######## design 1 ########
==> design_1/congestion.png <==
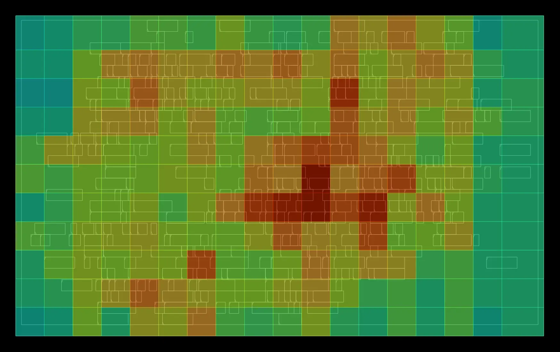

==> src/rtl/motor3_pkg.sv <==
// Shared definitions for the motor3 gate-command monitor: phase-state encoding,
// the 6-step commutation table and step arithmetic helpers.
package motor3_pkg;

  typedef enum logic [1:0] {
    PH_OFF   = 2'b00,
    PH_LOW   = 2'b01,
    PH_HIGH  = 2'b10,
    PH_SHOOT = 2'b11
  } phase_t;

  localparam int         PHASES       = 3;
  localparam logic [2:0] STEP_INVALID = 3'd7;
  localparam logic [2:0] STEP_LAST    = 3'd5;

  // {A,B,C} phase states that identify each commutation step
  localparam logic [5:0] STEP_PAT_0 = 6'b10_01_00;
  localparam logic [5:0] STEP_PAT_1 = 6'b10_00_01;
  localparam logic [5:0] STEP_PAT_2 = 6'b00_10_01;
  localparam logic [5:0] STEP_PAT_3 = 6'b01_10_00;
  localparam logic [5:0] STEP_PAT_4 = 6'b01_00_10;
  localparam logic [5:0] STEP_PAT_5 = 6'b00_01_10;

  function automatic logic [2:0] step_decode(input phase_t a, input phase_t b, input phase_t c);
    logic [5:0] pat;
    logic [2:0] step;
    pat = {a, b, c};
    case (pat)
      STEP_PAT_0: step = 3'd0;
      STEP_PAT_1: step = 3'd1;
      STEP_PAT_2: step = 3'd2;
      STEP_PAT_3: step = 3'd3;
      STEP_PAT_4: step = 3'd4;
      STEP_PAT_5: step = 3'd5;
      default:    step = STEP_INVALID;
    endcase
    return step;
  endfunction

  function automatic logic [2:0] step_next(input logic [2:0] s);
    logic [2:0] n;
    if (s >= STEP_LAST) begin
      n = 3'd0;
    end else begin
      n = s + 3'd1;
    end
    return n;
  endfunction

  function automatic logic [2:0] step_prev(input logic [2:0] s);
    logic [2:0] n;
    if (s == 3'd0) begin
      n = STEP_LAST;
    end else begin
      n = s - 3'd1;
    end
    return n;
  endfunction

endpackage

==> src/rtl/motor3_phase_check.sv <==
// One gate-command pair: input register, phase-state decode, dead-time counter
// and single-cycle shoot-through / dead-time violation indications.
module motor3_phase_check
  import motor3_pkg::*;
#(
  parameter int DEADTIME_MIN = 2
) (
  input  logic   clk,
  input  logic   n_rst,
  input  logic   hp,
  input  logic   lp_n,
  output phase_t state,
  output logic   shoot,
  output logic   dt_viol
);

  localparam int CNT_W = (DEADTIME_MIN < 1) ? 1 : $clog2(DEADTIME_MIN + 1);
  localparam logic [CNT_W-1:0] DT_SAT = CNT_W'(DEADTIME_MIN);

  logic             hp_r;
  logic             lp_n_r;
  phase_t           prev_r;
  logic [CNT_W-1:0] dt_cnt_r;
  logic [CNT_W-1:0] dt_cnt_nxt;
  phase_t           state_s;

  // Pin sampling, previous-state history and dead-time counter
  always_ff @(posedge clk) begin
    if (!n_rst) begin
      hp_r     <= 1'b0;
      lp_n_r   <= 1'b1;
      prev_r   <= PH_OFF;
      dt_cnt_r <= DT_SAT;
    end else begin
      hp_r     <= hp;
      lp_n_r   <= lp_n;
      prev_r   <= state_s;
      dt_cnt_r <= dt_cnt_nxt;
    end
  end

  // The counter holds the number of OFF cycles seen before the current one
  always_comb begin
    state_s    = phase_t'({hp_r, ~lp_n_r});
    dt_cnt_nxt = {CNT_W{1'b0}};
    if (state_s == PH_OFF) begin
      if (dt_cnt_r >= DT_SAT) begin
        dt_cnt_nxt = DT_SAT;
      end else begin
        dt_cnt_nxt = dt_cnt_r + CNT_W'(1);
      end
    end else begin
      dt_cnt_nxt = {CNT_W{1'b0}};
    end
  end

  // Violation classification; SHOOT entry and exit are left to the shoot flag
  always_comb begin
    shoot   = (state_s == PH_SHOOT);
    dt_viol = 1'b0;
    case (prev_r)
      PH_OFF:  dt_viol = ((state_s == PH_HIGH) || (state_s == PH_LOW)) && (dt_cnt_r < DT_SAT);
      PH_HIGH: dt_viol = (state_s == PH_LOW);
      PH_LOW:  dt_viol = (state_s == PH_HIGH);
      default: dt_viol = 1'b0;
    endcase
  end

  assign state = state_s;

endmodule

==> src/rtl/motor3_gate_monitor.sv <==
// Receive-side checker for three IRS2007S gate pairs: sticky fault masks,
// 6-step commutation decode, direction/skip tracking and step-period measurement.
module motor3_gate_monitor
  import motor3_pkg::*;
#(
  parameter int DEADTIME_MIN = 2,
  parameter int PERIOD_W     = 16
) (
  input  logic                clkI,
  input  logic                nRstI,
  input  logic                aHpI,
  input  logic                aLpI,
  input  logic                bHpI,
  input  logic                bLpI,
  input  logic                cHpI,
  input  logic                cLpI,
  input  logic                faultClrI,
  output logic [2:0]          shootO,
  output logic [2:0]          dtViolO,
  output logic                faultO,
  output logic [2:0]          stepO,
  output logic                stepSkipO,
  output logic                dirO,
  output logic [PERIOD_W-1:0] stepPeriodO,
  output logic                periodValidO,
  output logic                stallO
);

  localparam logic [PERIOD_W-1:0] CNT_MAX = {PERIOD_W{1'b1}};

  logic [PHASES-1:0] hp_s;
  logic [PHASES-1:0] lp_n_s;
  phase_t            phase_s [PHASES];
  logic [PHASES-1:0] shoot_evt_s;
  logic [PHASES-1:0] dt_evt_s;

  assign hp_s   = {cHpI, bHpI, aHpI};
  assign lp_n_s = {cLpI, bLpI, aLpI};

  for (genvar p = 0; p < PHASES; p++) begin : g_phase
    motor3_phase_check #(
      .DEADTIME_MIN(DEADTIME_MIN)
    ) u_check (
      .clk    (clkI),
      .n_rst  (nRstI),
      .hp     (hp_s[p]),
      .lp_n   (lp_n_s[p]),
      .state  (phase_s[p]),
      .shoot  (shoot_evt_s[p]),
      .dt_viol(dt_evt_s[p])
    );
  end

  logic [2:0]          shoot_r;
  logic [2:0]          dt_viol_r;
  logic                fault_r;
  logic [2:0]          step_r;
  logic [2:0]          last_step_r;
  logic                skip_r;
  logic                dir_r;
  logic [PERIOD_W-1:0] cnt_r;
  logic [PERIOD_W-1:0] period_r;
  logic                seen_chg_r;
  logic                period_valid_r;
  logic                stall_r;

  logic [2:0]          step_s;
  logic                step_chg_s;
  logic                fwd_s;
  logic                rev_s;
  logic                skip_evt_s;
  logic [2:0]          shoot_nxt;
  logic [2:0]          dt_viol_nxt;
  logic                skip_nxt;
  logic                dir_nxt;
  logic [2:0]          last_step_nxt;
  logic [PERIOD_W-1:0] cnt_inc_s;
  logic [PERIOD_W-1:0] cnt_nxt;
  logic [PERIOD_W-1:0] period_nxt;
  logic                period_valid_nxt;

  // Step decode and classification of valid-to-valid step changes
  always_comb begin
    step_s     = step_decode(phase_s[0], phase_s[1], phase_s[2]);
    step_chg_s = 1'b0;
    fwd_s      = 1'b0;
    rev_s      = 1'b0;
    skip_evt_s = 1'b0;
    if ((step_s != STEP_INVALID) && (last_step_r != STEP_INVALID) && (step_s != last_step_r)) begin
      step_chg_s = 1'b1;
      if (step_s == step_next(last_step_r)) begin
        fwd_s = 1'b1;
      end else if (step_s == step_prev(last_step_r)) begin
        rev_s = 1'b1;
      end else begin
        skip_evt_s = 1'b1;
      end
    end else begin
      step_chg_s = 1'b0;
    end
  end

  // Next values for masks, direction and period measurement
  always_comb begin
    shoot_nxt        = (faultClrI ? 3'b000 : shoot_r) | shoot_evt_s;
    dt_viol_nxt      = (faultClrI ? 3'b000 : dt_viol_r) | dt_evt_s;
    skip_nxt         = (faultClrI ? 1'b0 : skip_r) | skip_evt_s;
    dir_nxt          = dir_r;
    last_step_nxt    = last_step_r;
    cnt_inc_s        = cnt_r;
    cnt_nxt          = cnt_r;
    period_nxt       = period_r;
    period_valid_nxt = period_valid_r;

    if (fwd_s) begin
      dir_nxt = 1'b1;
    end else if (rev_s) begin
      dir_nxt = 1'b0;
    end else begin
      dir_nxt = dir_r;
    end

    if (step_s != STEP_INVALID) begin
      last_step_nxt = step_s;
    end else begin
      last_step_nxt = last_step_r;
    end

    if (cnt_r == CNT_MAX) begin
      cnt_inc_s = CNT_MAX;
    end else begin
      cnt_inc_s = cnt_r + PERIOD_W'(1);
    end

    // The first change only closes the interval that began at reset
    if (step_chg_s) begin
      cnt_nxt          = {PERIOD_W{1'b0}};
      period_nxt       = cnt_inc_s;
      period_valid_nxt = period_valid_r | seen_chg_r;
    end else begin
      cnt_nxt          = cnt_inc_s;
      period_nxt       = period_r;
      period_valid_nxt = period_valid_r;
    end
  end

  // Registered outputs and step history
  always_ff @(posedge clkI) begin
    if (!nRstI) begin
      shoot_r        <= 3'b000;
      dt_viol_r      <= 3'b000;
      fault_r        <= 1'b0;
      step_r         <= STEP_INVALID;
      last_step_r    <= STEP_INVALID;
      skip_r         <= 1'b0;
      dir_r          <= 1'b0;
      cnt_r          <= {PERIOD_W{1'b0}};
      period_r       <= {PERIOD_W{1'b0}};
      seen_chg_r     <= 1'b0;
      period_valid_r <= 1'b0;
      stall_r        <= 1'b0;
    end else begin
      shoot_r        <= shoot_nxt;
      dt_viol_r      <= dt_viol_nxt;
      fault_r        <= (|shoot_nxt) | (|dt_viol_nxt);
      step_r         <= step_s;
      last_step_r    <= last_step_nxt;
      skip_r         <= skip_nxt;
      dir_r          <= dir_nxt;
      cnt_r          <= cnt_nxt;
      period_r       <= period_nxt;
      seen_chg_r     <= seen_chg_r | step_chg_s;
      period_valid_r <= period_valid_nxt;
      stall_r        <= (cnt_nxt == CNT_MAX);
    end
  end

  assign shootO       = shoot_r;
  assign dtViolO      = dt_viol_r;
  assign faultO       = fault_r;
  assign stepO        = step_r;
  assign stepSkipO    = skip_r;
  assign dirO         = dir_r;
  assign stepPeriodO  = period_r;
  assign periodValidO = period_valid_r;
  assign stallO       = stall_r;

endmodule
==> config.mk <==
export PLATFORM = sky130hd
export DESIGN_NAME = motor3_gate_monitor
export DESIGN_NICKNAME = d
export VERILOG_FILES = /design/src/rtl/motor3_pkg.sv /design/src/rtl/motor3_phase_check.sv /design/src/rtl/motor3_gate_monitor.sv
export SDC_FILE = /design/constraint.sdc
export NUM_CORES = 1
export LEC_CHECK = 0
export ABC_AREA = 0
export CORE_ASPECT_RATIO = 0.6
export CORE_UTILIZATION = 35
export CTS_CLUSTER_DIAMETER = 150
export DETAILED_ROUTE_END_ITERATION = 16
export DONT_BUFFER_PORTS = 1
export PLACE_DENSITY = 0.5
export RECOVER_POWER = 100
export SYNTH_ARGS = -nofsm -noshare
export SYNTH_HDL_FRONTEND = slang
export SYNTH_SLANG_ARGS = --single-unit
==> constraint.sdc <==
create_clock -name clkI -period 2.55 [get_ports clkI]
set_input_delay 0.255 -clock clkI [delete_from_list [all_inputs] [get_ports clkI]]
set_output_delay 0.255 -clock clkI [all_outputs]
set_load 0.02 [all_outputs]
######## design 2 ########
===== config.mk =====
export PLATFORM = sky130hd
export DESIGN_NAME = scene_sequencer
export DESIGN_NICKNAME = d
export VERILOG_FILES = /design/src/rtl/scene_pkg.sv /design/src/rtl/scene_sequencer_frame_timer.sv /design/src/rtl/scene_sequencer.sv
export SDC_FILE = /design/constraint.sdc
export NUM_CORES = 1
export LEC_CHECK = 0
export CAP_MARGIN = 20
export CORE_MARGIN = 1.5
export CORE_UTILIZATION = 50
export CTS_BUF_LIST = sky130_fd_sc_hd__clkbuf_2
export DETAILED_ROUTE_END_ITERATION = 8
export PLACE_DENSITY = 0.74
export SYNTH_ARGS = -nofsm -noshare
export SYNTH_HDL_FRONTEND = slang
export SYNTH_SLANG_ARGS = --single-unit

===== constraint.sdc =====
create_clock -name clk -period 2.6 [get_ports clk]
set_input_delay 0.78 -clock clk [delete_from_list [all_inputs] [get_ports clk]]
set_output_delay 0.78 -clock clk [all_outputs]
set_load 0.02 [all_outputs]

===== src/rtl/scene_pkg.sv =====
// Shared scene encodings, default frame timings and widths for the scene sequencer.
package scene_pkg;

  typedef enum logic [2:0] {
    S_OPEN      = 3'd0,
    S_SERVE     = 3'd1,
    S_PLAY      = 3'd2,
    S_LOST      = 3'd3,
    S_GAME_OVER = 3'd4,
    S_WIN       = 3'd5
  } scene_state_t;

  localparam int DEF_NUM_LIVES    = 3;
  localparam int DEF_SERVE_FRAMES = 30;
  localparam int DEF_LOST_FRAMES  = 60;
  localparam int DEF_MSG_FRAMES   = 240;
  localparam int DEF_BLINK_FRAMES = 16;

  localparam int LIVES_W     = 2;
  localparam int FRAME_CNT_W = 8;

endpackage


===== src/rtl/scene_sequencer_frame_timer.sv =====
// Per-scene frame counter (saturating, cleared on scene entry) and message blink phase.
module frame_timer
  import scene_pkg::*;
#(
  parameter int BLINK_FRAMES = DEF_BLINK_FRAMES
) (
  input  logic                   clk,
  input  logic                   resetN,
  input  logic                   i_clear,
  input  logic                   i_sof,
  output logic [FRAME_CNT_W-1:0] o_count,
  output logic                   o_blink,
  output logic                   o_blinkNext
);

  localparam logic [FRAME_CNT_W-1:0] BLINK_LEN  = FRAME_CNT_W'(BLINK_FRAMES);
  localparam logic [FRAME_CNT_W-1:0] BLINK_LAST = FRAME_CNT_W'(BLINK_FRAMES - 1);
  localparam logic [FRAME_CNT_W-1:0] CNT_MAX    = '1;

  logic [FRAME_CNT_W-1:0] r_count;
  logic                   r_blink;
  logic                   w_toggle;

  assign w_toggle = i_sof && ((r_count % BLINK_LEN) == BLINK_LAST);

  // The next blink value is exported so the parent can register its message enables
  always_comb begin
    o_blinkNext = r_blink;
    if (i_clear)
      o_blinkNext = 1'b1;
    else if (w_toggle)
      o_blinkNext = ~r_blink;
  end

  always_ff @(posedge clk or negedge resetN) begin
    if (!resetN) begin
      r_count <= '0;
      r_blink <= 1'b1;
    end else begin
      if (i_clear)
        r_count <= '0;
      else if (i_sof && (r_count != CNT_MAX))
        r_count <= r_count + 1'b1;
      r_blink <= o_blinkNext;
    end
  end

  assign o_count = r_count;
  assign o_blink = r_blink;

endmodule


===== src/rtl/scene_sequencer.sv =====
// Game scene controller: sequences open/serve/play/lost/game-over/win, owns the lives
// count and gates the overlay and playfield drawing requests.
module scene_sequencer
  import scene_pkg::*;
#(
  parameter int NUM_LIVES    = DEF_NUM_LIVES,
  parameter int SERVE_FRAMES = DEF_SERVE_FRAMES,
  parameter int LOST_FRAMES  = DEF_LOST_FRAMES,
  parameter int MSG_FRAMES   = DEF_MSG_FRAMES,
  parameter int BLINK_FRAMES = DEF_BLINK_FRAMES
) (
  input  logic               clk,
  input  logic               resetN,
  input  logic               i_startOfFrame,
  input  logic               i_startKey,
  input  logic               i_ballLost,
  input  logic               i_winReached,
  output logic               o_showOpen,
  output logic               o_showGameOver,
  output logic               o_showWin,
  output logic               o_playEnable,
  output logic               o_newBallReq,
  output logic [LIVES_W-1:0] o_livesLeft,
  output logic [2:0]         o_sceneState
);

  localparam logic [FRAME_CNT_W-1:0] SERVE_LAST = FRAME_CNT_W'(SERVE_FRAMES - 1);
  localparam logic [FRAME_CNT_W-1:0] LOST_LAST  = FRAME_CNT_W'(LOST_FRAMES - 1);
  localparam logic [FRAME_CNT_W-1:0] MSG_LAST   = FRAME_CNT_W'(MSG_FRAMES - 1);
  localparam logic [LIVES_W-1:0]     LIVES_FULL = LIVES_W'(NUM_LIVES);

  scene_state_t           r_state;
  scene_state_t           w_next;
  logic [LIVES_W-1:0]     r_lives;
  logic [LIVES_W-1:0]     w_livesNext;
  logic                   r_keyPrev;
  logic                   r_keyArmed;
  logic                   w_startEdge;
  logic                   w_enter;
  logic [FRAME_CNT_W-1:0] w_count;
  logic                   w_blink;
  logic                   w_blinkNext;
  logic                   r_showOpen;
  logic                   r_showGameOver;
  logic                   r_showWin;
  logic                   r_playEnable;
  logic                   r_newBallReq;

  // A key already held when reset releases must be seen low once before it can start a game
  assign w_startEdge = r_keyArmed && i_startKey && !r_keyPrev;

  always_comb begin
    w_next      = r_state;
    w_livesNext = r_lives;
    unique case (r_state)
      S_OPEN: begin
        if (w_startEdge) begin
          w_next      = S_SERVE;
          w_livesNext = LIVES_FULL;
        end
      end
      S_SERVE: begin
        if (i_startOfFrame && (w_count == SERVE_LAST))
          w_next = S_PLAY;
      end
      S_PLAY: begin
        if (i_winReached) begin
          w_next = S_WIN;
        end else if (i_ballLost) begin
          w_next = S_LOST;
          if (r_lives != '0)
            w_livesNext = r_lives - 1'b1;
        end
      end
      S_LOST: begin
        if (i_startOfFrame && (w_count == LOST_LAST))
          w_next = (r_lives != '0) ? S_SERVE : S_GAME_OVER;
      end
      S_GAME_OVER, S_WIN: begin
        if (w_startEdge || (i_startOfFrame && (w_count == MSG_LAST)))
          w_next = S_OPEN;
      end
      default: w_next = S_OPEN;
    endcase
  end

  assign w_enter = (w_next != r_state);

  frame_timer #(
    .BLINK_FRAMES(BLINK_FRAMES)
  ) u_frame_timer (
    .clk        (clk),
    .resetN     (resetN),
    .i_clear    (w_enter),
    .i_sof      (i_startOfFrame),
    .o_count    (w_count),
    .o_blink    (w_blink),
    .o_blinkNext(w_blinkNext)
  );

  // Enables are decoded from the next state so every output comes straight off a flop
  always_ff @(posedge clk or negedge resetN) begin
    if (!resetN) begin
      r_state        <= S_OPEN;
      r_lives        <= LIVES_FULL;
      r_keyPrev      <= 1'b0;
      r_keyArmed     <= 1'b0;
      r_showOpen     <= 1'b1;
      r_showGameOver <= 1'b0;
      r_showWin      <= 1'b0;
      r_playEnable   <= 1'b0;
      r_newBallReq   <= 1'b0;
    end else begin
      r_state        <= w_next;
      r_lives        <= w_livesNext;
      r_keyPrev      <= i_startKey;
      r_keyArmed     <= 1'b1;
      r_showOpen     <= (w_next == S_OPEN);
      r_showGameOver <= (w_next == S_GAME_OVER) && w_blinkNext;
      r_showWin      <= (w_next == S_WIN) && w_blinkNext;
      r_playEnable   <= (w_next == S_PLAY) || (w_next == S_LOST);
      r_newBallReq   <= (r_state == S_SERVE) && (w_next == S_PLAY);
    end
  end

  assign o_showOpen     = r_showOpen;
  assign o_showGameOver = r_showGameOver;
  assign o_showWin      = r_showWin;
  assign o_playEnable   = r_playEnable;
  assign o_newBallReq   = r_newBallReq;
  assign o_livesLeft    = r_lives;
  assign o_sceneState   = r_state;

endmodule


==> design_1/clk_routes.png <==
(6 px per um)
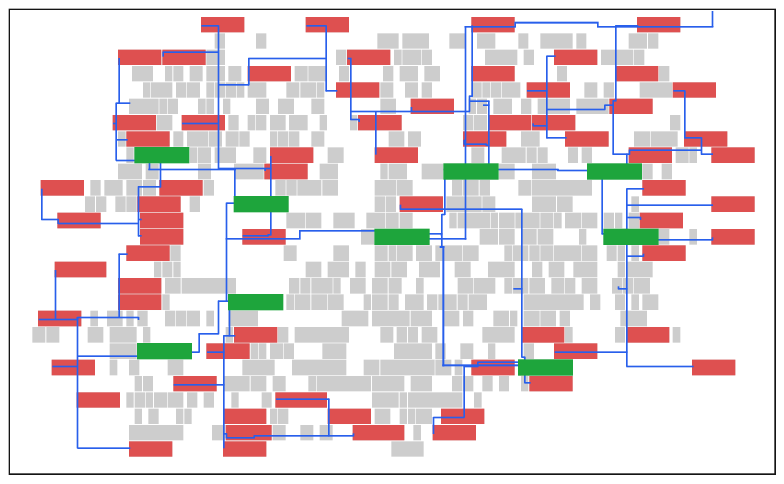
- clock wires: blue (length 975 um)
- flip-flops: red (count 68)
- clock drivers: green (count 9)
- routed clock nets: 10

==> design_1/power_grid.png <==
(4 px per um) Pins as bars on the die edge.
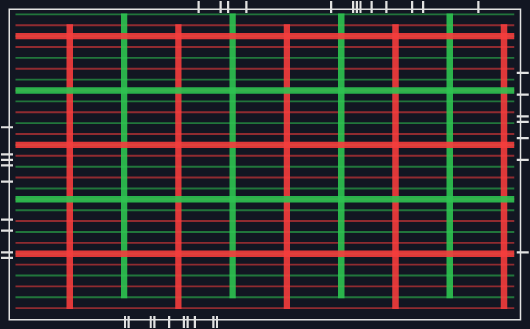
- VDD: green
- VSS: red
- rows: 27
- signal pins: 39

Notes on design_1/congestion.png above:
GR Util met2: 24.8%
Overall Global Routing Usage: 20.3%
wire per inst: 17.2 um
met3 global-route usage: 8.51%

==> notes.md, design 1 <==
fresh numbers from the pnr run: first-pass GRT wire length=roughly 15000 um, Hold Crit Class=in -> reg, cts repair resizes=12, Synth top cells by count=68 x dfxtp_1, 39 x a21oi_1, 31 x nor2_1, Top-area cell share=approximately two fifths, dominant logic cell type in the layout=dfxtp_1, yosys aoi share=between 20% and 30%, register share after synthesis=41.2%, final instance area=about 0.0043 mm^2, routed wl met3=952 um, yosys simple share=between 10% and 20%, DRC Markers=0, top cell family by delay on the critical path=AND-OR/OR-AND gates, CP endpoint=stepSkipO, Top class by area=combinational gates, worst-margin pin slew=approximately 560 ps, run status=finished, final reports clean, FF-to-FF path depth=10, Clock Path Buffers=2
## design 1: flip-flops by register name, summed over array words and instances (netlist names), 3 cells and up
name and cells:
g_phase.u_check.prev_r 6, g_phase.u_check.lp_n_r 3, shootO 3, g_phase.u_check.dt_cnt_r 6, last_step_r 3, dtViolO 3, g_phase.u_check.hp_r 3, cnt_r 16
stepO 3, stepPeriodO 16
==> design_2/congestion.png <==
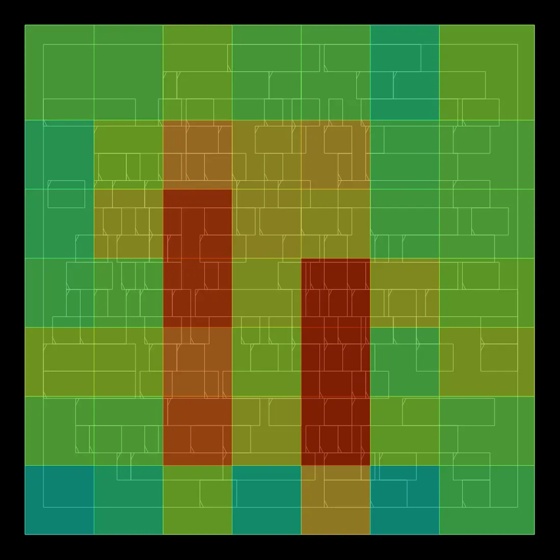
busiest grt layer: met2
wire per inst: 12.7 um
GR Util met2: 32.5%

==> design_2/wires.png <==
(12 px per um) Only two layers are drawn.
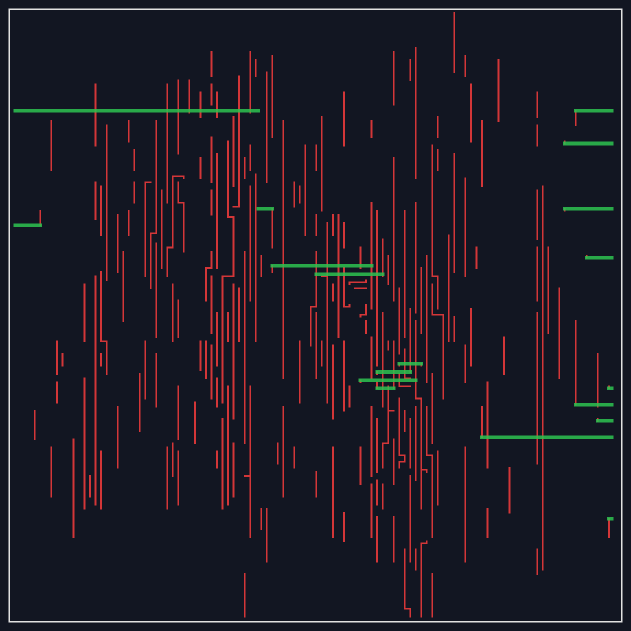
- metal 2: red (wire length 1060 um)
- metal 3: green (wire length 76.1 um)

==> notes.md, design 2 <==
fresh numbers from the pnr run: Final Util=a little under two thirds, run status=finished, final reports clean, CP endpoint=o_showGameOver, Setup WS pre-CTS=-74.4 ps, Max Fclk=roughly 420 MHz, Syn-to-layout area delta=21.9%, Routed WL=2090 um, GR Util met1=approximately a quarter, worst-margin pin slew=about 510 ps, first-pass GRT wire length=a little under 4000 um, CP peak stage delay=roughly 540 ps, CTS tree=built, Comb/total area=40.2%, top_reg_cell synth=dfrtp_1, Synth Instances=between 100 and 150, clock latency (worst-skew pair)=approximately 300 ps, met2 wire length=roughly 1100 um, Post-synth EDFFs=0, yosys simple share=around a quarter, CTS HTree Levels=1, R2R setup slack=roughly 450 ps, Non-clk bufs=24, GPL Wtd Cong=0.893, fraction of area in registers=37.9%
## design 2: cell usage in the layout, fill, tap and decap left out, types with 2 or more instances in the layout
cell type,Yosys,routed
nor3_1,3,3
dfstp_2,4,4
dfrtp_1,17,17
a2111oi_0,2,2
nor2_1,13,13
nand3_1,5,5
clkbuf_2,0,4
ha_1,3,3
a211oi_1,4,4
and3b_1,2,2
inv_1,9,9
nand2_1,5,5
a31o_2,2,2
xor2_1,2,2
xnor2_1,3,3
clkdlybuf4s50_1,0,15
o21ai_0,2,2
or2_2,2,2
a21oi_1,3,3
nor2b_1,3,3
buf_4,0,9
o22a_1,2,2


## Gallery

Placement density heat map.
(a)
(6 px per um) The die is cut into 10 by 10 equal tiles; white is low, dark blue is high, 0 to 100% covered.
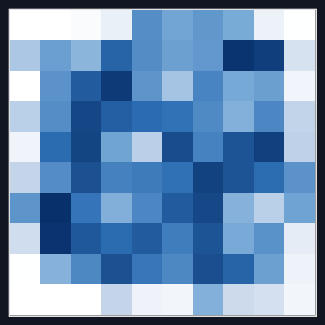
(b)
(3 px per um) The die is cut into 13 by 8 equal tiles; white is low, dark blue is high, 0 to 100% covered.
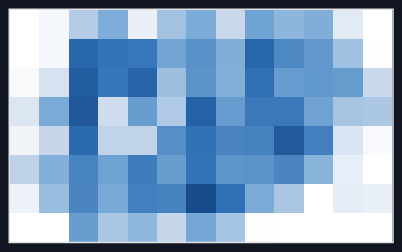
design 2: (a)
design 1: (b)

